# ---- design 1 ----
### Placement density heat map, design 1

The die is cut into 17 by 17 equal tiles; white is low, dark blue is high, 0 to 100% covered.
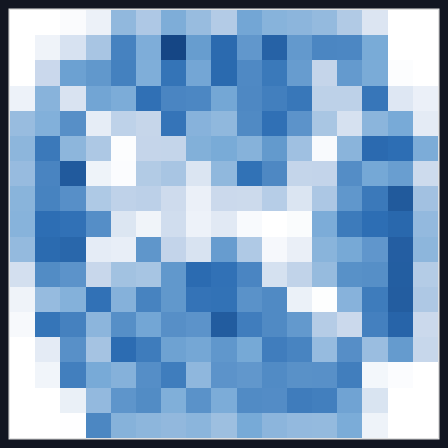

`src/rtl/mem_arbiter_pkg.sv`:
```
`default_nettype none
// ============================================================================
// Module      : mem_pkg
// Description : Shared definitions for the unified memory arbiter: memory
//               map defaults, sequencer state encoding and requester ids.
// Revision    : 1.0 - initial release
// ============================================================================
package mem_pkg;

  // Byte address of memory word 0 and depth in 32-bit words
  localparam logic [31:0] MEM_BASE_ADDR = 32'h0040_0000;
  localparam int unsigned MEM_DEPTH     = 64;

  // Sequencer phases
  typedef enum logic [1:0] {
    IDLE   = 2'd0,
    ACCESS = 2'd1,
    RESP   = 2'd2
  } arb_state_e;

  // Requester identity
  typedef enum logic {
    REQ_IF = 1'b0,
    REQ_D  = 1'b1
  } req_id_e;

endpackage : mem_pkg
`default_nettype wire

```
`src/rtl/mem_addr_check.sv`:
```
`default_nettype none
// ============================================================================
// Module      : mem_addr_check
// Description : Combinational legality check of a byte address against the
//               memory window [BASE_ADDR, BASE_ADDR+4*DEPTH) plus word
//               alignment. The window end is formed in 33 bits so a window
//               touching the top of the address space cannot wrap.
// Revision    : 1.0 - initial release
// ============================================================================
module mem_addr_check
  import mem_pkg::*;
#(
  parameter logic [31:0] BASE_ADDR = MEM_BASE_ADDR,
  parameter int unsigned DEPTH     = MEM_DEPTH
) (
  input  logic [31:0] addr,
  output logic        legal
);

  localparam logic [32:0] c_lo = {1'b0, BASE_ADDR};
  localparam logic [32:0] c_hi = c_lo + (33'(DEPTH) << 2);

  logic [32:0] w_addr33;
  logic        w_in_range;
  logic        w_aligned;

  assign w_addr33   = {1'b0, addr};
  assign w_in_range = (w_addr33 >= c_lo) && (w_addr33 < c_hi);
  assign w_aligned  = (addr[1:0] == 2'b00);

  // A legal access is inside the window and word aligned
  always_comb begin
    legal = w_in_range && w_aligned;
  end

endmodule : mem_addr_check
`default_nettype wire

```
`src/rtl/mem_arbiter.sv`:
```
`default_nettype none
// ============================================================================
// Module      : mem_arbiter
// Description : Shares the single port of the unified instruction/data memory
//               between the fetch requester and the load/store requester.
//               Each accepted request gets a one-cycle grant, at most one
//               memory strobe (legal accesses only) and a one-cycle response
//               carrying registered read data or an error flag.
//               Optional macro MEM_ARB_RR_EN: round-robin arbitration on a
//               tie (default build: data always wins a tie).
// Revision    : 1.0 - initial release
// ============================================================================
module mem_arbiter
  import mem_pkg::*;
#(
  parameter logic [31:0] BASE_ADDR = MEM_BASE_ADDR,
  parameter int unsigned DEPTH     = MEM_DEPTH
) (
  input  logic        clk,
  input  logic        rst_n,
  // fetch requester
  input  logic        if_req,
  input  logic [31:0] if_addr,
  output logic        if_gnt,
  output logic        if_rvalid,
  output logic [31:0] if_rdata,
  output logic        if_err,
  // load/store requester
  input  logic        d_req,
  input  logic        d_we,
  input  logic [31:0] d_addr,
  input  logic [31:0] d_wdata,
  output logic        d_gnt,
  output logic        d_rvalid,
  output logic [31:0] d_rdata,
  output logic        d_err,
  // memory port
  output logic [31:0] mem_dir,
  output logic [31:0] mem_wdata,
  output logic        mem_rd,
  output logic        mem_wd,
  input  logic [31:0] mem_rdata
);

  // --------------------------------------------------------------------------
  // State. state_q names the phase whose registered outputs are being
  // prepared this cycle: ACCESS computes the strobe that is driven during the
  // following cycle, RESP captures mem_rdata while that strobe is on the bus
  // and builds the response driven the cycle after.
  // --------------------------------------------------------------------------
  arb_state_e  state_q,     state_d;
  req_id_e     winner_q,    winner_d;
  logic [31:0] addr_q,      addr_d;
  logic        we_q,        we_d;
  logic [31:0] wdata_q,     wdata_d;
  logic        legal_q,     legal_d;

  logic        if_gnt_q,    if_gnt_d;
  logic        d_gnt_q,     d_gnt_d;
  logic        if_rvalid_q, if_rvalid_d;
  logic        d_rvalid_q,  d_rvalid_d;
  logic [31:0] if_rdata_q,  if_rdata_d;
  logic [31:0] d_rdata_q,   d_rdata_d;
  logic        if_err_q,    if_err_d;
  logic        d_err_q,     d_err_d;
  logic [31:0] mem_dir_q,   mem_dir_d;
  logic [31:0] mem_wdata_q, mem_wdata_d;
  logic        mem_rd_q,    mem_rd_d;
  logic        mem_wd_q,    mem_wd_d;

`ifdef MEM_ARB_RR_EN
  req_id_e     last_q,      last_d;
`endif

  req_id_e     w_win;
  logic [31:0] w_sel_addr;
  logic        w_legal;
  logic [31:0] w_resp_data;

  // Pick the winner among the currently asserted requests
  always_comb begin
    w_win = REQ_IF;
`ifdef MEM_ARB_RR_EN
    if (if_req && d_req) begin
      w_win = (last_q == REQ_D) ? REQ_IF : REQ_D;
    end else if (d_req) begin
      w_win = REQ_D;
    end
`else
    if (d_req) begin
      w_win = REQ_D;
    end
`endif
    w_sel_addr = (w_win == REQ_D) ? d_addr : if_addr;
  end

  mem_addr_check #(
    .BASE_ADDR (BASE_ADDR),
    .DEPTH     (DEPTH)
  ) u_addr_check (
    .addr  (w_sel_addr),
    .legal (w_legal)
  );

  // Response payload: read data only for a legal load or fetch
  always_comb begin
    w_resp_data = (legal_q && !we_q) ? mem_rdata : 32'h0;
  end

  // Next-state and registered-output computation
  always_comb begin
    state_d     = state_q;
    winner_d    = winner_q;
    addr_d      = addr_q;
    we_d        = we_q;
    wdata_d     = wdata_q;
    legal_d     = legal_q;
    if_gnt_d    = 1'b0;
    d_gnt_d     = 1'b0;
    if_rvalid_d = 1'b0;
    d_rvalid_d  = 1'b0;
    if_rdata_d  = if_rdata_q;
    d_rdata_d   = d_rdata_q;
    if_err_d    = 1'b0;
    d_err_d     = 1'b0;
    mem_dir_d   = mem_dir_q;
    mem_wdata_d = mem_wdata_q;
    mem_rd_d    = 1'b0;
    mem_wd_d    = 1'b0;
`ifdef MEM_ARB_RR_EN
    last_d      = last_q;
`endif

    case (state_q)
      IDLE: begin
        if (if_req || d_req) begin
          winner_d = w_win;
          addr_d   = w_sel_addr;
          legal_d  = w_legal;
          if (w_win == REQ_D) begin
            we_d    = d_we;
            wdata_d = d_wdata;
            d_gnt_d = 1'b1;
          end else begin
            we_d     = 1'b0;
            if_gnt_d = 1'b1;
          end
`ifdef MEM_ARB_RR_EN
          last_d = w_win;
`endif
          // Illegal requests never reach the memory port
          state_d = w_legal ? ACCESS : RESP;
        end
      end

      ACCESS: begin
        mem_dir_d   = addr_q;
        mem_wdata_d = wdata_q;
        mem_rd_d    = !we_q;
        mem_wd_d    = we_q;
        state_d     = RESP;
      end

      RESP: begin
        if (winner_q == REQ_D) begin
          d_rvalid_d = 1'b1;
          d_rdata_d  = w_resp_data;
          d_err_d    = !legal_q;
        end else begin
          if_rvalid_d = 1'b1;
          if_rdata_d  = w_resp_data;
          if_err_d    = !legal_q;
        end
        state_d = IDLE;
      end

      default: begin
        state_d = IDLE;
      end
    endcase
  end

  // State and output registers with synchronous active-low reset
  always_ff @(posedge clk) begin
    if (!rst_n) begin
      state_q     <= IDLE;
      winner_q    <= REQ_D;
      addr_q      <= 32'h0;
      we_q        <= 1'b0;
      wdata_q     <= 32'h0;
      legal_q     <= 1'b0;
      if_gnt_q    <= 1'b0;
      d_gnt_q     <= 1'b0;
      if_rvalid_q <= 1'b0;
      d_rvalid_q  <= 1'b0;
      if_rdata_q  <= 32'h0;
      d_rdata_q   <= 32'h0;
      if_err_q    <= 1'b0;
      d_err_q     <= 1'b0;
      mem_dir_q   <= 32'h0;
      mem_wdata_q <= 32'h0;
      mem_rd_q    <= 1'b0;
      mem_wd_q    <= 1'b0;
`ifdef MEM_ARB_RR_EN
      last_q      <= REQ_D;
`endif
    end else begin
      state_q     <= state_d;
      winner_q    <= winner_d;
      addr_q      <= addr_d;
      we_q        <= we_d;
      wdata_q     <= wdata_d;
      legal_q     <= legal_d;
      if_gnt_q    <= if_gnt_d;
      d_gnt_q     <= d_gnt_d;
      if_rvalid_q <= if_rvalid_d;
      d_rvalid_q  <= d_rvalid_d;
      if_rdata_q  <= if_rdata_d;
      d_rdata_q   <= d_rdata_d;
      if_err_q    <= if_err_d;
      d_err_q     <= d_err_d;
      mem_dir_q   <= mem_dir_d;
      mem_wdata_q <= mem_wdata_d;
      mem_rd_q    <= mem_rd_d;
      mem_wd_q    <= mem_wd_d;
`ifdef MEM_ARB_RR_EN
      last_q      <= last_d;
`endif
    end
  end

  assign if_gnt    = if_gnt_q;
  assign if_rvalid = if_rvalid_q;
  assign if_rdata  = if_rdata_q;
  assign if_err    = if_err_q;
  assign d_gnt     = d_gnt_q;
  assign d_rvalid  = d_rvalid_q;
  assign d_rdata   = d_rdata_q;
  assign d_err     = d_err_q;
  assign mem_dir   = mem_dir_q;
  assign mem_wdata = mem_wdata_q;
  assign mem_rd    = mem_rd_q;
  assign mem_wd    = mem_wd_q;

endmodule : mem_arbiter
`default_nettype wire

```
`config.mk`:
```
export PLATFORM = sky130hd
export DESIGN_NAME = mem_arbiter
export DESIGN_NICKNAME = d
export VERILOG_FILES = /design/src/rtl/mem_arbiter_pkg.sv /design/src/rtl/mem_addr_check.sv /design/src/rtl/mem_arbiter.sv
export SDC_FILE = /design/constraint.sdc
export NUM_CORES = 1
export LEC_CHECK = 0
export ABC_AREA = 1
export CORE_MARGIN = 2
export CORE_UTILIZATION = 29
export CTS_CLUSTER_DIAMETER = 30
export DETAILED_ROUTE_END_ITERATION = 6
export GPL_TIMING_DRIVEN = 0
export PLACE_DENSITY = 0.62
export SKIP_LAST_GASP = 1
export SLEW_MARGIN = 20
export SYNTH_ARGS = -nofsm -noshare
export SYNTH_HDL_FRONTEND = slang
export SYNTH_HIERARCHICAL = 1
export SYNTH_SLANG_ARGS = --single-unit
```
`constraint.sdc`:
```
create_clock -name clk -period 1.5 [get_ports clk]
set_input_delay 0.3 -clock clk [delete_from_list [all_inputs] [get_ports clk]]
set_output_delay 0.3 -clock clk [all_outputs]
set_load 0.1 [all_outputs]
```
# ---- design 2 ----
<file path="src/rtl/counter_enable_prescaler.sv">
// ---------------------------------------------------------------------------
// counter_enable_prescaler
//
// Purpose:
//   Enable generator for a synchronous up-counter. It divides clk by a
//   programmable ratio (div+1) and emits a single-cycle, registered enable
//   strobe. It runs in one of two modes:
//     - continuous: free-running until stop or reset
//     - burst:      emits burst_len strobes, then pulses done
//
// Ports:
//   clk         in   system clock, rising edge
//   reset       in   synchronous active-high reset
//   start       in   begin request, sampled only while idle
//   stop        in   abort request, sampled only while running
//   mode        in   0 = continuous, 1 = burst (captured at start)
//   div         in   divide ratio minus one (captured at start)
//   burst_len   in   strobes per burst (captured at start)
//   enable      out  registered strobe to the counter
//   busy        out  high while running
//   done        out  one-cycle pulse at burst completion
//   pulse_count out  strobes emitted since the last accepted start
// ---------------------------------------------------------------------------
module counter_enable_prescaler #(
    parameter int DIV_WIDTH   = 16,
    parameter int BURST_WIDTH = 16
) (
    input  logic                   clk,
    input  logic                   reset,
    input  logic                   start,
    input  logic                   stop,
    input  logic                   mode,
    input  logic [DIV_WIDTH-1:0]   div,
    input  logic [BURST_WIDTH-1:0] burst_len,
    output logic                   enable,
    output logic                   busy,
    output logic                   done,
    output logic [BURST_WIDTH-1:0] pulse_count
);

    typedef enum logic [0:0] {
        ST_IDLE = 1'b0,
        ST_RUN  = 1'b1
    } state_t;

    state_t                 state_r;
    logic [DIV_WIDTH-1:0]   div_q_r;
    logic [BURST_WIDTH-1:0] len_q_r;
    logic                   mode_q_r;
    logic [DIV_WIDTH-1:0]   presc_r;
    logic [BURST_WIDTH-1:0] pulse_count_r;
    logic                   enable_r;
    logic                   busy_r;
    logic                   done_r;

    logic [BURST_WIDTH-1:0] next_count_s;
    logic                   last_strobe_s;
    logic                   zero_burst_s;

    // Strobe count after the current strobe and the burst-termination tests
    always_comb begin
        next_count_s  = pulse_count_r + BURST_WIDTH'(1);
        last_strobe_s = mode_q_r && (next_count_s == len_q_r);
        zero_burst_s  = mode && (burst_len == {BURST_WIDTH{1'b0}});
    end

    // Control FSM, prescaler, strobe counter and all registered outputs
    always_ff @(posedge clk) begin
        if (reset) begin
            state_r       <= ST_IDLE;
            div_q_r       <= {DIV_WIDTH{1'b0}};
            len_q_r       <= {BURST_WIDTH{1'b0}};
            mode_q_r      <= 1'b0;
            presc_r       <= {DIV_WIDTH{1'b0}};
            pulse_count_r <= {BURST_WIDTH{1'b0}};
            enable_r      <= 1'b0;
            busy_r        <= 1'b0;
            done_r        <= 1'b0;
        end else begin
            case (state_r)
                ST_IDLE: begin
                    enable_r <= 1'b0;
                    // stop is ignored here; start alone decides acceptance
                    if (start) begin
                        div_q_r       <= div;
                        len_q_r       <= burst_len;
                        mode_q_r      <= mode;
                        presc_r       <= div;
                        pulse_count_r <= {BURST_WIDTH{1'b0}};
                        if (zero_burst_s) begin
                            // Empty burst completes immediately without running
                            state_r <= ST_IDLE;
                            busy_r  <= 1'b0;
                            done_r  <= 1'b1;
                        end else begin
                            state_r <= ST_RUN;
                            busy_r  <= 1'b1;
                            done_r  <= 1'b0;
                        end
                    end else begin
                        state_r <= ST_IDLE;
                        busy_r  <= 1'b0;
                        done_r  <= 1'b0;
                    end
                end
                ST_RUN: begin
                    // stop outranks a strobe falling due on the same edge
                    if (stop) begin
                        state_r  <= ST_IDLE;
                        enable_r <= 1'b0;
                        busy_r   <= 1'b0;
                        done_r   <= 1'b0;
                    end else if (presc_r == {DIV_WIDTH{1'b0}}) begin
                        enable_r      <= 1'b1;
                        presc_r       <= div_q_r;
                        pulse_count_r <= next_count_s;
                        if (last_strobe_s) begin
                            // Final strobe and done share the same cycle
                            state_r <= ST_IDLE;
                            busy_r  <= 1'b0;
                            done_r  <= 1'b1;
                        end else begin
                            state_r <= ST_RUN;
                            busy_r  <= 1'b1;
                            done_r  <= 1'b0;
                        end
                    end else begin
                        enable_r <= 1'b0;
                        presc_r  <= presc_r - DIV_WIDTH'(1);
                        state_r  <= ST_RUN;
                        busy_r   <= 1'b1;
                        done_r   <= 1'b0;
                    end
                end
                default: begin
                    state_r  <= ST_IDLE;
                    enable_r <= 1'b0;
                    busy_r   <= 1'b0;
                    done_r   <= 1'b0;
                end
            endcase
        end
    end

    assign enable      = enable_r;
    assign busy        = busy_r;
    assign done        = done_r;
    assign pulse_count = pulse_count_r;

endmodule

</file>
<file path="config.mk">
export PLATFORM = sky130hd
export DESIGN_NAME = counter_enable_prescaler
export DESIGN_NICKNAME = d
export VERILOG_FILES = /design/src/rtl/counter_enable_prescaler.sv
export SDC_FILE = /design/constraint.sdc
export NUM_CORES = 1
export LEC_CHECK = 0
export ABC_AREA = 1
export CAP_MARGIN = 20
export CORE_UTILIZATION = 45
export CTS_CLUSTER_SIZE = 24
export DETAILED_ROUTE_END_ITERATION = 10
export GPL_TIMING_DRIVEN = 1
export HOLD_SLACK_MARGIN = 0.15
export PLACE_DENSITY = 0.68
export SYNTH_ARGS = -nofsm -noshare
export SYNTH_HDL_FRONTEND = slang
export SYNTH_SLANG_ARGS = --single-unit
</file>
<file path="constraint.sdc">
create_clock -name clk -period 4.8 [get_ports clk]
set_input_delay 1.2 -clock clk [delete_from_list [all_inputs] [get_ports clk]]
set_output_delay 1.2 -clock clk [all_outputs]
set_load 0.01 [all_outputs]
</file>
# ---- design 3 ----
## config.mk

```make
export PLATFORM = sky130hd
export DESIGN_NAME = hilo_muldiv_unit
export DESIGN_NICKNAME = d
export VERILOG_FILES = /design/src/rtl/hilo_muldiv_unit.sv
export SDC_FILE = /design/constraint.sdc
export NUM_CORES = 1
export LEC_CHECK = 0
export CORE_MARGIN = 1
export CORE_UTILIZATION = 30
export CTS_BUF_LIST = sky130_fd_sc_hd__clkbuf_8
export CTS_CLUSTER_DIAMETER = 80
export DETAILED_ROUTE_END_ITERATION = 16
export HOLD_SLACK_MARGIN = 0.1
export SLEW_MARGIN = 20
export SYNTH_ARGS = -nofsm -noshare
export SYNTH_HDL_FRONTEND = slang
export SYNTH_SLANG_ARGS = --single-unit
```

## constraint.sdc

```tcl
create_clock -name i_clk -period 4.65 [get_ports i_clk]
set_input_delay 0.93 -clock i_clk [delete_from_list [all_inputs] [get_ports i_clk]]
set_output_delay 0.93 -clock i_clk [all_outputs]
set_load 0.01 [all_outputs]
```

## src/rtl/hilo_muldiv_unit.sv

```systemverilog
// Purpose: multi-cycle MULT/MULTU/DIV/DIVU unit owning the HI/LO pair, plus MTHI/MTLO writes.
// Latency: WIDTH+1 cycles from Start to Done (MULDIV_EARLY_TERM_EN shortens multiplies to iterations+1).
// Backpressure: none; Busy is held for the whole operation and Start/writes are ignored while Busy.
module hilo_muldiv_unit #(
  parameter int WIDTH = 32
) (
  input  logic               i_clk,
  input  logic               i_rst,
  input  logic               i_start,
  input  logic [1:0]         i_op,
  input  logic [WIDTH-1:0]   i_a,
  input  logic [WIDTH-1:0]   i_b,
  input  logic               i_write_hi,
  input  logic               i_write_lo,
  input  logic [WIDTH-1:0]   i_write_data,
  output logic               o_busy,
  output logic               o_done,
  output logic [WIDTH-1:0]   o_hi,
  output logic [WIDTH-1:0]   o_lo,
  output logic [2*WIDTH-1:0] o_hilo,
  output logic               o_div_by_zero
);

  localparam int CW = $clog2(WIDTH + 1);
  localparam logic [WIDTH-1:0]   ONE_W  = WIDTH'(1);
  localparam logic [2*WIDTH-1:0] ONE_2W = (2*WIDTH)'(1);
  localparam logic [CW-1:0]      ONE_C  = CW'(1);

  typedef enum logic [1:0] {
    S_IDLE = 2'd0,
    S_RUN  = 2'd1,
    S_FIX  = 2'd2
  } state_t;

  state_t             r_state;
  logic [1:0]         r_op;       // bit1: divide, bit0: signed
  logic               r_sign_a;
  logic               r_sign_b;
  logic [CW-1:0]      r_cnt;
  logic [2*WIDTH-1:0] r_acc;      // multiply: product accumulator; divide: low half is remainder
  logic [2*WIDTH-1:0] r_mcand;    // multiply: multiplicand magnitude, shifted left each step
  logic [WIDTH-1:0]   r_q;        // multiply: multiplier (shifted right); divide: dividend -> quotient
  logic [WIDTH-1:0]   r_b;        // divisor magnitude (also used for the divide-by-zero test)
  logic [WIDTH-1:0]   r_a_raw;    // A as presented, returned in HI on divide by zero
  logic               r_busy;
  logic               r_done;
  logic               r_dbz;
  logic [WIDTH-1:0]   r_hi;
  logic [WIDTH-1:0]   r_lo;

  // Operand magnitudes at launch; sign only matters for the signed ops.
  logic               w_a_neg;
  logic               w_b_neg;
  logic [WIDTH-1:0]   w_a_mag;
  logic [WIDTH-1:0]   w_b_mag;

  assign w_a_neg = i_op[0] & i_a[WIDTH-1];
  assign w_b_neg = i_op[0] & i_b[WIDTH-1];
  assign w_a_mag = w_a_neg ? (~i_a + ONE_W) : i_a;
  assign w_b_mag = w_b_neg ? (~i_b + ONE_W) : i_b;

  // One shift-add multiply step.
  logic [2*WIDTH-1:0] w_acc_add;
  logic [WIDTH-1:0]   w_q_shr;

  assign w_acc_add = r_q[0] ? (r_acc + r_mcand) : r_acc;
  assign w_q_shr   = r_q >> 1;

  // One restoring divide step: shift remainder:quotient left, trial subtract.
  logic [WIDTH:0]     w_shift;
  logic [WIDTH:0]     w_sub;
  logic               w_ge;
  logic [WIDTH-1:0]   w_rem_next;
  logic [WIDTH-1:0]   w_quo_next;

  assign w_shift    = {r_acc[WIDTH-1:0], r_q[WIDTH-1]};
  assign w_sub      = w_shift - {1'b0, r_b};
  assign w_ge       = (w_shift >= {1'b0, r_b});
  assign w_rem_next = w_ge ? w_sub[WIDTH-1:0] : w_shift[WIDTH-1:0];
  assign w_quo_next = {r_q[WIDTH-2:0], w_ge};

  // Last iteration detect; early termination only applies to multiplies.
  logic w_last;
`ifdef MULDIV_EARLY_TERM_EN
  assign w_last = r_op[1] ? (r_cnt == ONE_C) : (w_q_shr == '0);
`else
  assign w_last = (r_cnt == ONE_C);
`endif

  // Sign correction applied in FIX.
  logic [2*WIDTH-1:0] w_prod;
  logic [WIDTH-1:0]   w_quo;
  logic [WIDTH-1:0]   w_rem;
  logic               w_dbz;

  assign w_prod = (r_sign_a ^ r_sign_b) ? (~r_acc + ONE_2W) : r_acc;
  assign w_quo  = (r_sign_a ^ r_sign_b) ? (~r_q + ONE_W) : r_q;
  assign w_rem  = r_sign_a ? (~r_acc[WIDTH-1:0] + ONE_W) : r_acc[WIDTH-1:0];
  assign w_dbz  = r_op[1] & (r_b == '0);

  // Control FSM, datapath iteration and HI/LO ownership.
  always_ff @(posedge i_clk) begin
    if (i_rst) begin
      r_state  <= S_IDLE;
      r_op     <= 2'b00;
      r_sign_a <= 1'b0;
      r_sign_b <= 1'b0;
      r_cnt    <= '0;
      r_acc    <= '0;
      r_mcand  <= '0;
      r_q      <= '0;
      r_b      <= '0;
      r_a_raw  <= '0;
      r_busy   <= 1'b0;
      r_done   <= 1'b0;
      r_dbz    <= 1'b0;
      r_hi     <= '0;
      r_lo     <= '0;
    end else begin
      unique case (r_state)
        S_IDLE: begin
          r_done <= 1'b0;
          r_dbz  <= 1'b0;
          // Direct writes commit even when an operation launches this cycle;
          // the operation result overwrites them later.
          if (i_write_hi) r_hi <= i_write_data;
          if (i_write_lo) r_lo <= i_write_data;
          if (i_start) begin
            r_op     <= i_op;
            r_sign_a <= w_a_neg;
            r_sign_b <= w_b_neg;
            r_cnt    <= CW'(WIDTH);
            r_acc    <= '0;
            r_mcand  <= {{WIDTH{1'b0}}, w_a_mag};
            r_q      <= i_op[1] ? w_a_mag : w_b_mag;
            r_b      <= w_b_mag;
            r_a_raw  <= i_a;
            r_busy   <= 1'b1;
            r_state  <= S_RUN;
          end
        end
        S_RUN: begin
          r_cnt <= r_cnt - ONE_C;
          if (r_op[1]) begin
            r_acc <= {{WIDTH{1'b0}}, w_rem_next};
            r_q   <= w_quo_next;
          end else begin
            r_acc   <= w_acc_add;
            r_mcand <= r_mcand << 1;
            r_q     <= w_q_shr;
          end
          if (w_last) r_state <= S_FIX;
        end
        S_FIX: begin
          if (!r_op[1]) begin
            r_hi <= w_prod[2*WIDTH-1:WIDTH];
            r_lo <= w_prod[WIDTH-1:0];
          end else if (w_dbz) begin
            r_hi <= r_a_raw;
            r_lo <= '1;
          end else begin
            r_hi <= w_rem;
            r_lo <= w_quo;
          end
          r_dbz   <= w_dbz;
          r_done  <= 1'b1;
          r_busy  <= 1'b0;
          r_state <= S_IDLE;
        end
        default: begin
          r_busy  <= 1'b0;
          r_state <= S_IDLE;
        end
      endcase
    end
  end

  assign o_busy        = r_busy;
  assign o_done        = r_done;
  assign o_hi          = r_hi;
  assign o_lo          = r_lo;
  assign o_hilo        = {r_hi, r_lo};
  assign o_div_by_zero = r_dbz;

endmodule

```

# ---- design 4 ----
<file path="config.mk">
export PLATFORM = sky130hd
export DESIGN_NAME = alu_logic_seq_flat
export DESIGN_NICKNAME = d
export VERILOG_FILES = /design/src/rtl/alu_logic_seq_if.sv /design/src/rtl/alu_logic_seq.sv /design/src/flat_wrapper.sv
export SDC_FILE = /design/constraint.sdc
export NUM_CORES = 1
export LEC_CHECK = 0
export ABC_AREA = 1
export CAP_MARGIN = 20
export CORE_MARGIN = 4
export CORE_UTILIZATION = 40
export CTS_CLUSTER_DIAMETER = 80
export DETAILED_ROUTE_END_ITERATION = 7
export SETUP_SLACK_MARGIN = 0.05
export SLEW_MARGIN = 30
export SYNTH_ARGS = -nofsm -noshare
export SYNTH_HDL_FRONTEND = slang
export SYNTH_SLANG_ARGS = --single-unit
export TNS_END_PERCENT = 10
</file>
<file path="constraint.sdc">
create_clock -name clk -period 5.7 [get_ports clk]
set_clock_uncertainty 0.15 [all_clocks]
set_input_delay 1.14 -clock clk [delete_from_list [all_inputs] [get_ports clk]]
set_output_delay 1.14 -clock clk [all_outputs]
set_load 0.01 [all_outputs]
</file>
<file path="src/rtl/alu_logic_seq_if.sv">
// alu_logic_seq_if -- request/response bundle for alu_logic_seq.
//   Request  : in_valid, in_ready, op[1:0], rs1, rs2
//   Response : out_valid, out_ready, rd, zero (zero only with ALU_LOGIC_ZFLAG_EN)
//   master modport = producer/consumer side, slave modport = the logic unit.
//   WIDTH must match the WIDTH of the alu_logic_seq it connects to.
interface alu_logic_seq_if #(
    parameter int WIDTH = 32
);
    logic             in_valid;
    logic             in_ready;
    logic [1:0]       op;
    logic [WIDTH-1:0] rs1;
    logic [WIDTH-1:0] rs2;
    logic             out_valid;
    logic             out_ready;
    logic [WIDTH-1:0] rd;
`ifdef ALU_LOGIC_ZFLAG_EN
    logic             zero;
`endif

    modport master (
        output in_valid, op, rs1, rs2, out_ready,
        input  in_ready, out_valid, rd
`ifdef ALU_LOGIC_ZFLAG_EN
        , input zero
`endif
    );

    modport slave (
        input  in_valid, op, rs1, rs2, out_ready,
        output in_ready, out_valid, rd
`ifdef ALU_LOGIC_ZFLAG_EN
        , output zero
`endif
    );
endinterface

</file>
<file path="src/rtl/alu_logic_seq.sv">
// alu_logic_seq -- multi-cycle bitwise logic unit (AND/OR/XOR/NOR).
//   Operands are captured on accept, then processed CHUNK bits per cycle,
//   LSB chunk first, for N = WIDTH/CHUNK beats. rd is loaded once, on the
//   last beat, and held until the next operation completes.
// Ports:
//   clk  : clock, rising edge
//   rst  : synchronous active-high reset
//   bus  : alu_logic_seq_if.slave (in_valid/in_ready/op/rs1/rs2,
//          out_valid/out_ready/rd[/zero])
// Parameters: WIDTH (operand width), CHUNK (bits per beat, WIDTH % CHUNK == 0).
// Optional: define ALU_LOGIC_ZFLAG_EN to add the registered zero flag.
module alu_logic_seq #(
    parameter int WIDTH = 32,
    parameter int CHUNK = 8
) (
    input logic           clk,
    input logic           rst,
    alu_logic_seq_if.slave bus
);
    localparam int N  = WIDTH / CHUNK;
    localparam int CW = (N > 1) ? $clog2(N) : 1;

    typedef enum logic [1:0] {
        IDLE = 2'd0,
        BUSY = 2'd1,
        DONE = 2'd2
    } state_t;

    state_t           state, state_nx;
    logic [WIDTH-1:0] a_q, b_q;
    logic [1:0]       op_q;
    logic [CW-1:0]    cnt;
    logic [WIDTH-1:0] acc, acc_nx;
    logic [WIDTH-1:0] rd_q;
    logic [CHUNK-1:0] beat;
    logic             last;

    function automatic logic [CHUNK-1:0] logic_op(input logic [1:0]       o,
                                                  input logic [CHUNK-1:0] a,
                                                  input logic [CHUNK-1:0] b);
        case (o)
            2'b00:   return a & b;
            2'b01:   return a | b;
            2'b10:   return a ^ b;
            default: return ~(a | b);
        endcase
    endfunction

    // Current beat, and the accumulator with that beat merged in; the merged
    // value is what rd takes on the final beat, so no extra cycle is spent.
    always_comb begin
        beat   = logic_op(op_q, a_q[int'(cnt)*CHUNK +: CHUNK], b_q[int'(cnt)*CHUNK +: CHUNK]);
        acc_nx = acc;
        acc_nx[int'(cnt)*CHUNK +: CHUNK] = beat;
        last   = (cnt == CW'(N - 1));
    end

    always_comb begin
        state_nx = state;
        case (state)
            IDLE:    if (bus.in_valid)  state_nx = BUSY;
            BUSY:    if (last)          state_nx = DONE;
            DONE:    if (bus.out_ready) state_nx = IDLE;
            default:                    state_nx = IDLE;
        endcase
    end

    always_ff @(posedge clk) begin
        if (rst) begin
            state <= IDLE;
            a_q   <= '0;
            b_q   <= '0;
            op_q  <= '0;
            cnt   <= '0;
            acc   <= '0;
            rd_q  <= '0;
        end else begin
            state <= state_nx;
            case (state)
                IDLE: if (bus.in_valid) begin
                    a_q  <= bus.rs1;
                    b_q  <= bus.rs2;
                    op_q <= bus.op;
                    cnt  <= '0;
                    acc  <= '0;
                end
                BUSY: begin
                    acc <= acc_nx;
                    cnt <= cnt + CW'(1);
                    if (last) rd_q <= acc_nx;
                end
                default: ;
            endcase
        end
    end

`ifdef ALU_LOGIC_ZFLAG_EN
    // Registered with rd so it never reflects a partial result.
    logic zero_q;
    always_ff @(posedge clk) begin
        if (rst)                        zero_q <= 1'b1;
        else if (state == BUSY && last) zero_q <= (acc_nx == '0);
    end
    assign bus.zero = zero_q;
`endif

    // Handshake outputs decode state only: no input-to-output path.
    assign bus.in_ready  = (state == IDLE);
    assign bus.out_valid = (state == DONE);
    assign bus.rd        = rd_q;
endmodule

</file>
<file path="src/flat_wrapper.sv">
// flat-port wrapper written by rule: the top's interface ports become plain ports
module alu_logic_seq_flat 
#(
    parameter int WIDTH = 32,
    parameter int CHUNK = 8
)
  (clk, rst, bus_in_valid, bus_op, bus_rs1, bus_rs2, bus_out_ready, bus_in_ready, bus_out_valid, bus_rd);
  alu_logic_seq_if #(.WIDTH(WIDTH)) bus_i ();
  input logic clk;
  input logic rst;
  input wire logic [$bits(bus_i.in_valid)-1:0] bus_in_valid;
  input wire logic [$bits(bus_i.op)-1:0] bus_op;
  input wire logic [$bits(bus_i.rs1)-1:0] bus_rs1;
  input wire logic [$bits(bus_i.rs2)-1:0] bus_rs2;
  input wire logic [$bits(bus_i.out_ready)-1:0] bus_out_ready;
  output wire logic [$bits(bus_i.in_ready)-1:0] bus_in_ready;
  output wire logic [$bits(bus_i.out_valid)-1:0] bus_out_valid;
  output wire logic [$bits(bus_i.rd)-1:0] bus_rd;
  assign bus_i.in_valid = bus_in_valid;
  assign bus_i.op = bus_op;
  assign bus_i.rs1 = bus_rs1;
  assign bus_i.rs2 = bus_rs2;
  assign bus_i.out_ready = bus_out_ready;
  assign bus_in_ready = bus_i.in_ready;
  assign bus_out_valid = bus_i.out_valid;
  assign bus_rd = bus_i.rd;
  alu_logic_seq #(.WIDTH(WIDTH), .CHUNK(CHUNK)) u_core (.clk(clk), .rst(rst), .bus(bus_i));
endmodule
</file>
### Congestion heat map, design 2

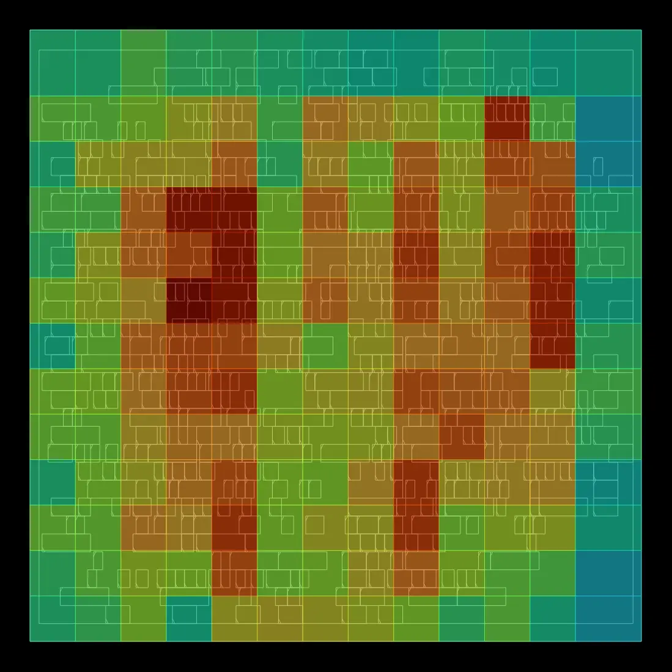
met3 usage: 0.0328
Layout Utilization: 0.575
met1 Resource Use GR: 0.302

==> impl_metrics.tcl, design 2 <==
# flow metrics
set metrics [dict create \
    initCoreUtil 0.473 \
    path_cells "clkdlybuf4s50_1" \
    via_per_inst 5.46 \
    antenna_found_initial 0 \
    grt_max_degree 44 \
    logic_family "simple AND/OR/NAND/NOR gates" \
    fin_worst_skew_ns 0.00674 \
    crit_arrival_ns 1.80 \
    cts.sinks 68 \
    crit_required_ns 3.60 \
    cts-buffers-inserted 9 \
    period_minus_slack_ns 3.00 \
    status "finished clean" \
    r2r_slack_ns 2.46 \
    yosysTopAreaCell "dfxtp_1" \
    r2r-end "pulse_count[4]" \
    grt_overflow 0 \
    postSynth.asyncResetShare 0 \
    fin_crit_sh 0.625 \
    antenna_left 0 \
    maxCapViolCount 0 \
    post_cts_buffers 0 \
    synth-edff-count 0 \
    syn_inst 542 \
    topCellsByArea "dfxtp_1, nand2_1, o21ai_0" \
    p_leak_uw 0.00176 \
    seq_area_um2 1360 \
    swShare 0.296 \
    nMultiInputCombCells 404 \
    yosys-stat-area_um2 3710 \
]
==> design 2: registers in the layout, indices dropped and copies added (netlist names) <==
signal / count
busy: 1
div_q_r: 16
done: 1
enable: 1
len_q_r: 16
mode_q_r: 1
presc_r: 16
pulse_count: 16
==> design 2: cells in the final DEF (no fill, tap or decap), types with 8 or more instances in the layout <==
cell             instances
clkbuf_8                11
dfxtp_1                 68
inv_2                    8
nand4_1                  9
inv_1                   39
o21ai_0                 70
a21oi_1                 45
clkdlybuf4s50_1         55
nor2_2                  12
nand3_1                 37
nor2_1                  58
nand2_1                104
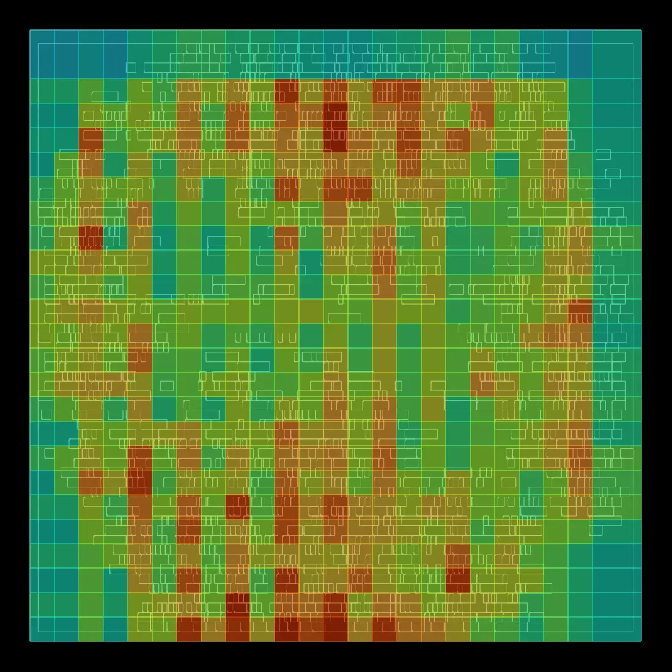
*Congestion heat map, design 1*
All-Layer GR Usage: 0.173
Layout Utilization: 0.470
GR peak layer: met2
DR WL/cell: 13.4 um

### Gate-type map, design 1

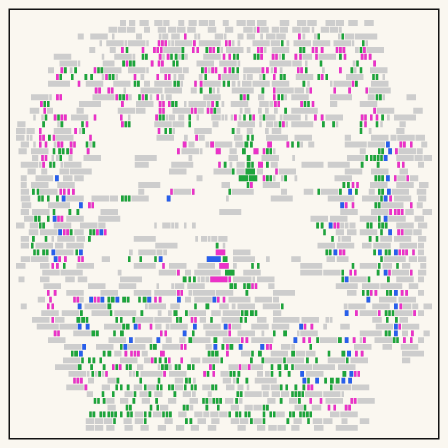
color	family	cells
green	nand cells	453
magenta	nor cells	304
blue	aoi and oai cells	65

Notes on 'Placement density heat map' of design 1 above:
nearly empty tiles	9.3%
mean over tiles	42%
tiles over 75% full	6.2%
fullest tile	91%
Core Footprint: 27900 um2
fp_density: 0.296

==> impl_metrics.tcl, design 1 <==
# flow metrics
set metrics [dict create \
    cts-resized-gates 829 \
    ys_sh_simple 0.362 \
    io_pins 269 \
    gp_congestion 0.835 \
    period_minus_slack_ns 1.49 \
    worstHoldEndpoint "wdata_q[31]" \
    maxClockFrequency_ghz 0.670 \
    maxCapViolCount 0 \
    comb_area_share 0.253 \
    hold_violations 0 \
    adder_share 0 \
    ys_ff 205 \
    critPathKind "reg -> out" \
    r2r_slack_ns 0.16 \
    max-vdd-ir-drop_v 0.000780 \
    stdcell_count 1952 \
    path_cells "clkbuf_4" \
    status "finished clean" \
    clockPowerShare 0.573 \
    postPlaceCellArea_um2 11400 \
    setup_violations 0 \
    seq_cells 205 \
    slew_headroom 0.633 \
    dominant-cell-class "registers" \
]
design 1: per-layer routing:
metal  GRT usage  wire [um]  vias to the layer above
met4      0.0636        575                        0
met5           0          0                        -
li1            -          -                     4283
met2       0.295      12500                      204
met1       0.212      11500                     3603
met3      0.0430       1600                       48
design 1: worst min-delay path, cell delays in order:
cell	delay, ns
buf_4	0.16
a21oi_4	0.11
nand2_1	0.07
nand2_1	0.04
### Congestion heat map, design 3

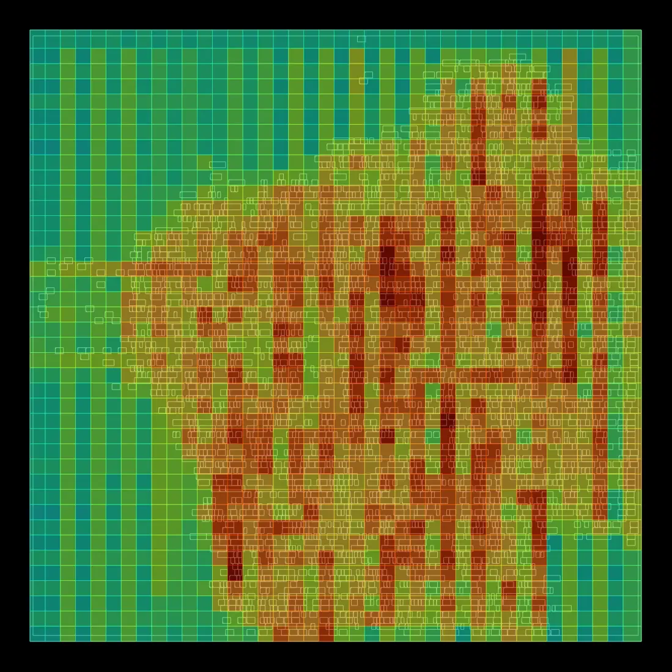
Layout Utilization: 0.361
met3 usage: 0.0310
All-Layer GR Usage: 0.225

==> impl_metrics.tcl, design 3 <==
# flow metrics
set metrics [dict create \
    slew_headroom 0.367 \
    grt_max_degree 148 \
    clk_share 0.0455 \
    crit_required_ns 5.21 \
    cts-resized-gates 0 \
    rows 100 \
    cp-start-kind "register" \
    busiest_layer "met2" \
    maxCapViolCount 0 \
    hp-start "r_a_raw[13]" \
    wire_per_inst_um 21.2 \
    seq_share 0.224 \
    tns_ns 0 \
    min_path_type "reg -> reg" \
    status "finished clean" \
    yosys-stat-area_um2 22800 \
    seq_cells 302 \
    critPathKind "reg -> reg" \
    pwr-share-comb 0.271 \
    combGateArea_um2 15100 \
    swShare 0.353 \
    via_per_inst 5.53 \
    dpl_worst_slack_ns 0.550 \
    post_cts_buffers 0 \
    post-dp-hpwl_mm 69.0 \
]
-- design 3: power by group through the flow --
stage               Sequential (uW)  Combinational (uW)  Clock [uW]
floorplan                      2940                1410           0
global placement               3040                2150           0
detailed placement             3040                2150           0
CTS                            2980                2160        2920
global route                   3010                2360        3030
finish                         2990                2180        2860
-- design 3: registers in the layout, summed over array words and instances (netlist names), 6 cells and up --
| signal | flops |
|---|---|
| r_cnt | 6 |
| r_q | 32 |
| r_mcand | 64 |
| o_lo | 32 |
| r_a_raw | 32 |
| r_acc | 64 |
| o_hi | 32 |
| r_b | 32 |
### Congestion heat map, design 4

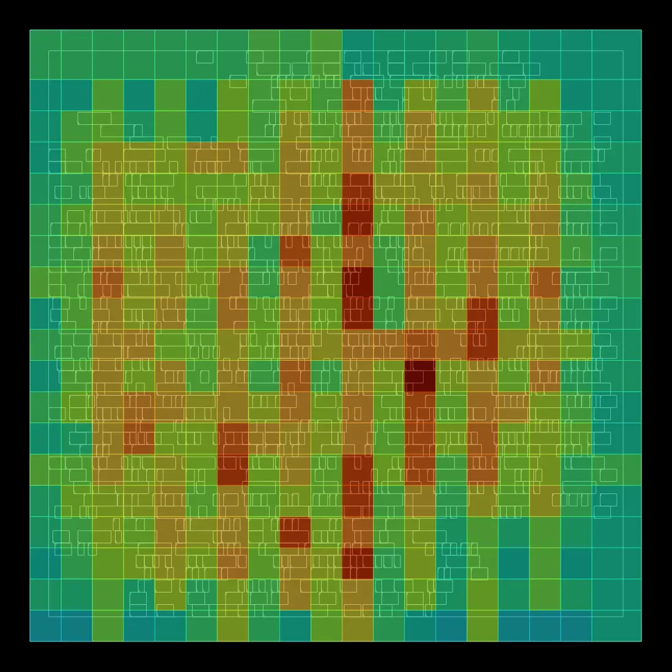
All-Layer GR Usage: 0.182
met1 Resource Use GR: 0.245
met3 usage: 0.0423
GR peak layer: met2

### Signal wires on met2, design 4

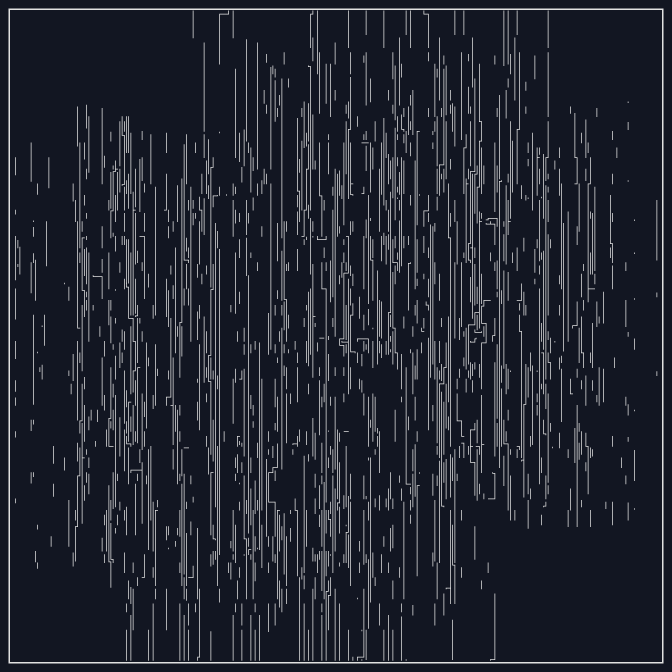
main direction	vertical
longest straight run	63.2 um
nets with wire on the layer	772
wire length on this layer	7580 um
share of all routed wire	47%

==> impl_metrics.tcl, design 4 <==
# flow metrics
set metrics [dict create \
    wl_met3_um 642 \
    r2r_cells 12 \
    crit_required_ns 5.90 \
    seq_area_um2 2680 \
    setup_violations 0 \
    combGateArea_um2 3010 \
    finalMaxSlewViolations 0 \
    maxClockFrequency_ghz 0.289 \
    status "finished clean" \
    synth-edff-count 0 \
    hold_violations 0 \
    hp-start "u_core.acc[21]" \
    topCellsByArea "dfxtp_1, nand2_1, a21oi_1" \
    grtUsageMet2 0.288 \
    drtIter0Drc 364 \
    crit_arrival_ns 3.65 \
    postSynth.asyncResetShare 0 \
]
==> design 4: final cells by class <==
class                   count  area share
clock buffers              21      0.0584
clock inverters            11      0.0124
inverters                 124      0.0581
multi-input cells         600       0.373
flip-flops and latches    134       0.333
well taps                 216      0.0335
repair buffers            107       0.131
==> design 4: worst register-to-register path: cells and delay by family (launching register included) <==
family / cells / cell delay, ns
buffers and inverters: 3 / 0.70
AOI/OAI and AO/OA: 5 / 0.95
adders and majority gates: 1 / 0.29
and+or+nand+nor: 3 / 0.45
DFF: 1 / 0.35

# ---- design 5 ----
### Congestion heat map, design 5

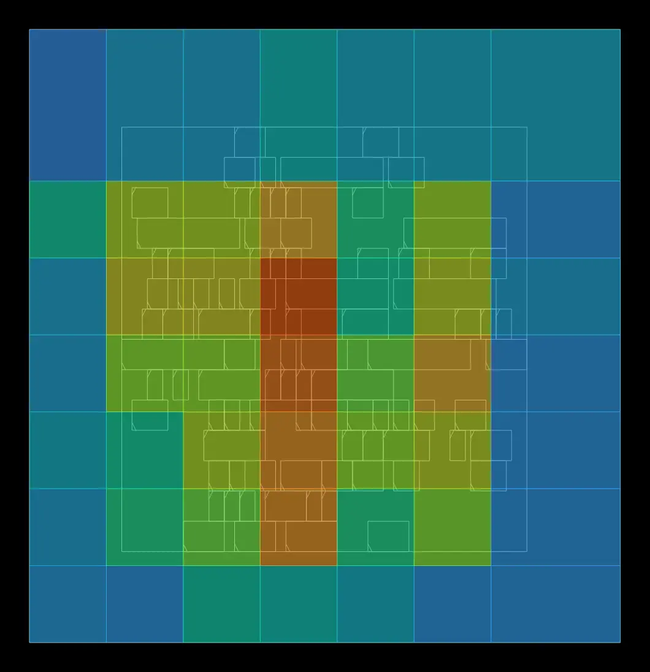
### Gate-type map, design 5

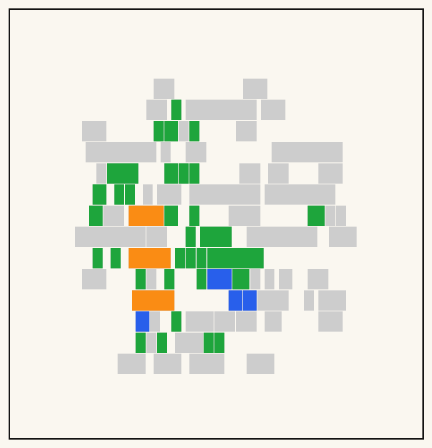
### src/rtl/countdown_pkg.sv
// Shared types and defaults for the loadable countdown timer.
package countdown_pkg;
  localparam int DEF_WIDTH = 4;

  typedef enum logic [1:0] {IDLE, RUN, HOLD} state_e;
endpackage

### src/rtl/countdown_timer_if.sv
// Control/status bundle between a timer client (master) and countdown_timer (slave).
import countdown_pkg::*;

interface countdown_timer_if #(parameter int WIDTH = DEF_WIDTH);
  logic             enable;
  logic             load;
  logic [WIDTH-1:0] load_value;
  logic [WIDTH-1:0] out;
  logic             busy;
  logic             done;

  modport master (output enable, load, load_value, input  out, busy, done);
  modport slave  (input  enable, load, load_value, output out, busy, done);
endinterface

### src/rtl/countdown_timer.sv
// Loadable down-counter with one-cycle terminal-count pulse.
// Optional periodic mode: define COUNTDOWN_AUTO_RELOAD_EN to reload from the captured start value.
module countdown_timer
  import countdown_pkg::*;
#(
  parameter int WIDTH = DEF_WIDTH
) (
  input  logic              clock,
  input  logic              reset,
  countdown_timer_if.slave  bus
);

  state_e           state, state_n;
  logic [WIDTH-1:0] cnt, cnt_n;
  logic [WIDTH-1:0] rel, rel_n;
  logic             done_q, done_n;

  always_ff @(posedge clock or negedge reset) begin
    if (!reset) begin
      state  <= IDLE;
      cnt    <= '0;
      rel    <= '0;
      done_q <= 1'b0;
    end else begin
      state  <= state_n;
      cnt    <= cnt_n;
      rel    <= rel_n;
      done_q <= done_n;
    end
  end

  always_comb begin
    state_n = state;
    cnt_n   = cnt;
    rel_n   = rel;
    done_n  = 1'b0;
    // Load takes priority over everything, including a coincident terminal count.
    if (bus.load) begin
      cnt_n = bus.load_value;
      rel_n = bus.load_value;
      if (bus.load_value == '0) state_n = IDLE;
      else                      state_n = bus.enable ? RUN : HOLD;
    end else if (state != IDLE) begin
      if (!bus.enable) begin
        state_n = HOLD;
      end else begin
        // HOLD resuming steps on the same edge as RUN does.
        state_n = RUN;
        if (cnt == WIDTH'(1)) begin
          cnt_n  = '0;
          done_n = 1'b1;
`ifndef COUNTDOWN_AUTO_RELOAD_EN
          state_n = IDLE;
`endif
        end else if (cnt == '0) begin
`ifdef COUNTDOWN_AUTO_RELOAD_EN
          cnt_n = rel;
`else
          state_n = IDLE;
`endif
        end else begin
          cnt_n = cnt - WIDTH'(1);
        end
      end
    end
  end

  assign bus.out  = cnt;
  assign bus.busy = (state != IDLE);
  assign bus.done = done_q;

endmodule

### src/flat_wrapper.sv
// flat-port wrapper written by rule: the top's interface ports become plain ports
module countdown_timer_flat import countdown_pkg::*;
#(
  parameter int WIDTH = DEF_WIDTH
)
  (clock, reset, bus_enable, bus_load, bus_load_value, bus_out, bus_busy, bus_done);
  countdown_timer_if #(.WIDTH(WIDTH)) bus_i ();
  input  logic clock;
  input  logic reset;
  input wire logic [$bits(bus_i.enable)-1:0] bus_enable;
  input wire logic [$bits(bus_i.load)-1:0] bus_load;
  input wire logic [$bits(bus_i.load_value)-1:0] bus_load_value;
  output wire logic [$bits(bus_i.out)-1:0] bus_out;
  output wire logic [$bits(bus_i.busy)-1:0] bus_busy;
  output wire logic [$bits(bus_i.done)-1:0] bus_done;
  assign bus_i.enable = bus_enable;
  assign bus_i.load = bus_load;
  assign bus_i.load_value = bus_load_value;
  assign bus_out = bus_i.out;
  assign bus_busy = bus_i.busy;
  assign bus_done = bus_i.done;
  countdown_timer #(.WIDTH(WIDTH)) u_core (.clock(clock), .reset(reset), .bus(bus_i));
endmodule
### config.mk
export PLATFORM = sky130hd
export DESIGN_NAME = countdown_timer_flat
export DESIGN_NICKNAME = d
export VERILOG_FILES = /design/src/rtl/countdown_pkg.sv /design/src/rtl/countdown_timer_if.sv /design/src/rtl/countdown_timer.sv /design/src/flat_wrapper.sv
export SDC_FILE = /design/constraint.sdc
export NUM_CORES = 1
export LEC_CHECK = 0
export ABC_AREA = 1
export CAP_MARGIN = 10
export CORE_AREA = 8 8 45 47
export CTS_CLUSTER_SIZE = 14
export DETAILED_ROUTE_END_ITERATION = 10
export DIE_AREA = 0 0 53 55
export RECOVER_POWER = 25
export SLEW_MARGIN = 20
export SYNTH_ARGS = -nofsm -noshare
export SYNTH_HDL_FRONTEND = slang
export SYNTH_SLANG_ARGS = --single-unit
### constraint.sdc
create_clock -name clock -period 1.6 [get_ports clock]
set_clock_uncertainty 0.2 [all_clocks]
set_input_delay 0.32 -clock clock [delete_from_list [all_inputs] [get_ports clock]]
set_output_delay 0.32 -clock clock [all_outputs]
set_load 0.005 [all_outputs]
==> impl_metrics.tcl <==
# flow metrics
set metrics [dict create \
    critPathTopFamily "flip-flops" \
    wire_per_inst_um 11.2 \
    path_max_fanout 3 \
    dr.pass1.iters 3 \
    power.density_nw_per_um2 1140 \
    postLayoutCellArea_um2 729 \
    die-area_um2 2920 \
    timing.hold.ws_ns 0.211 \
    layout.nets 100 \
    cts_root_buf "clkbuf_4" \
    seq_area_um2 175 \
    pwr-share-comb 0.528 \
    topCellsByArea "dfrtp_1, nand2_1, ha_1" \
    yosysTopAreaCell "dfrtp_1" \
    lay_top_cells "nand2_1, buf_4, dfrtp_1" \
    dpl_worst_slack_ns -0.0253 \
    worst_setup_hold_path_clk_slew_ns 0.05 \
    status "finished clean" \
    met2_length_um 621 \
    ys_seq_share 0.352 \
    maxCapViolCount 0 \
    crit_path_end "bus_busy" \
    clk_latency_ns 0.25 \
    path_cells "inv_1 -> nand2_2 -> dlygate4sd2_1" \
    final_util 0.527 \
    critPathKind "reg -> out" \
    rsz0062_at_grt "no" \
    power_switching_uw 311 \
]
Notes on 'Congestion heat map' of design 5 above:
All-Layer GR Usage: 0.0895
GR peak layer: met2
met3 usage: 0.0561

Notes on 'Gate-type map' of design 5 above:
color	family	cells
green	nand cells	32
orange	fa/ha/maj cells	3
blue	aoi and oai cells	4
combinational share of cell area: 0.405
Non-Filler Instances: 104

synth_stat cells:
cell type and number:
a21oi_2 1, buf_6 1, dfrtp_1 7, ha_1 3
inv_1 7, inv_2 1, nand2_1 22, nand2_2 1
nand2_4 2, nand3_1 5, nand3b_2 1, nand4_1 1
nor2_1 3, nor2_2 1, nor2_4 2, nor3_1 1
nor4_2 1, o21ai_0 2, o21ai_1 1, xor2_1 1
area by class of cell:
type / instances / share of cell area
well taps: 16 / 0.0274
flip-flops and latches: 7 / 0.240
repair buffers: 21 / 0.250
multi-input cells: 48 / 0.405
inverters: 8 / 0.0412
clock buffers: 4 / 0.0360


==> gallery <==
Signal wires by layer.
Plate I
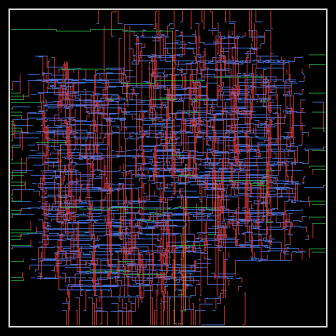
Plate II
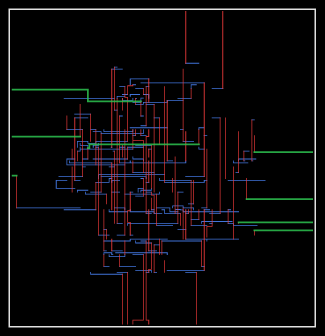
Plate III
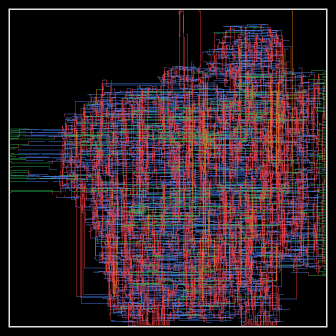
Plate IV
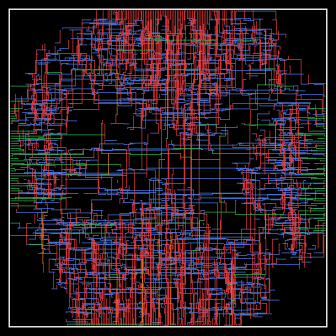
Plate V
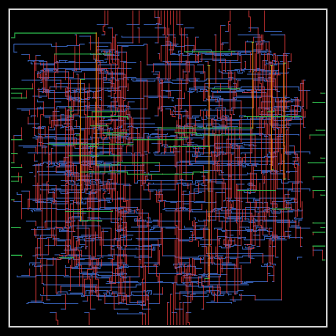
The one with the most wire is Plate III.
The one with the least wire is Plate II.
- design 3 = Plate III
- design 2 = Plate V
- design 1 = Plate IV
- design 5 = Plate II
- design 4 = Plate I

Key to Plate IV:
color	layer	wire length
green	M3	1600 um
red	M2	12500 um
blue	M1	11500 um
orange	M4	575 um

Power and IR drop assume default switching activity.
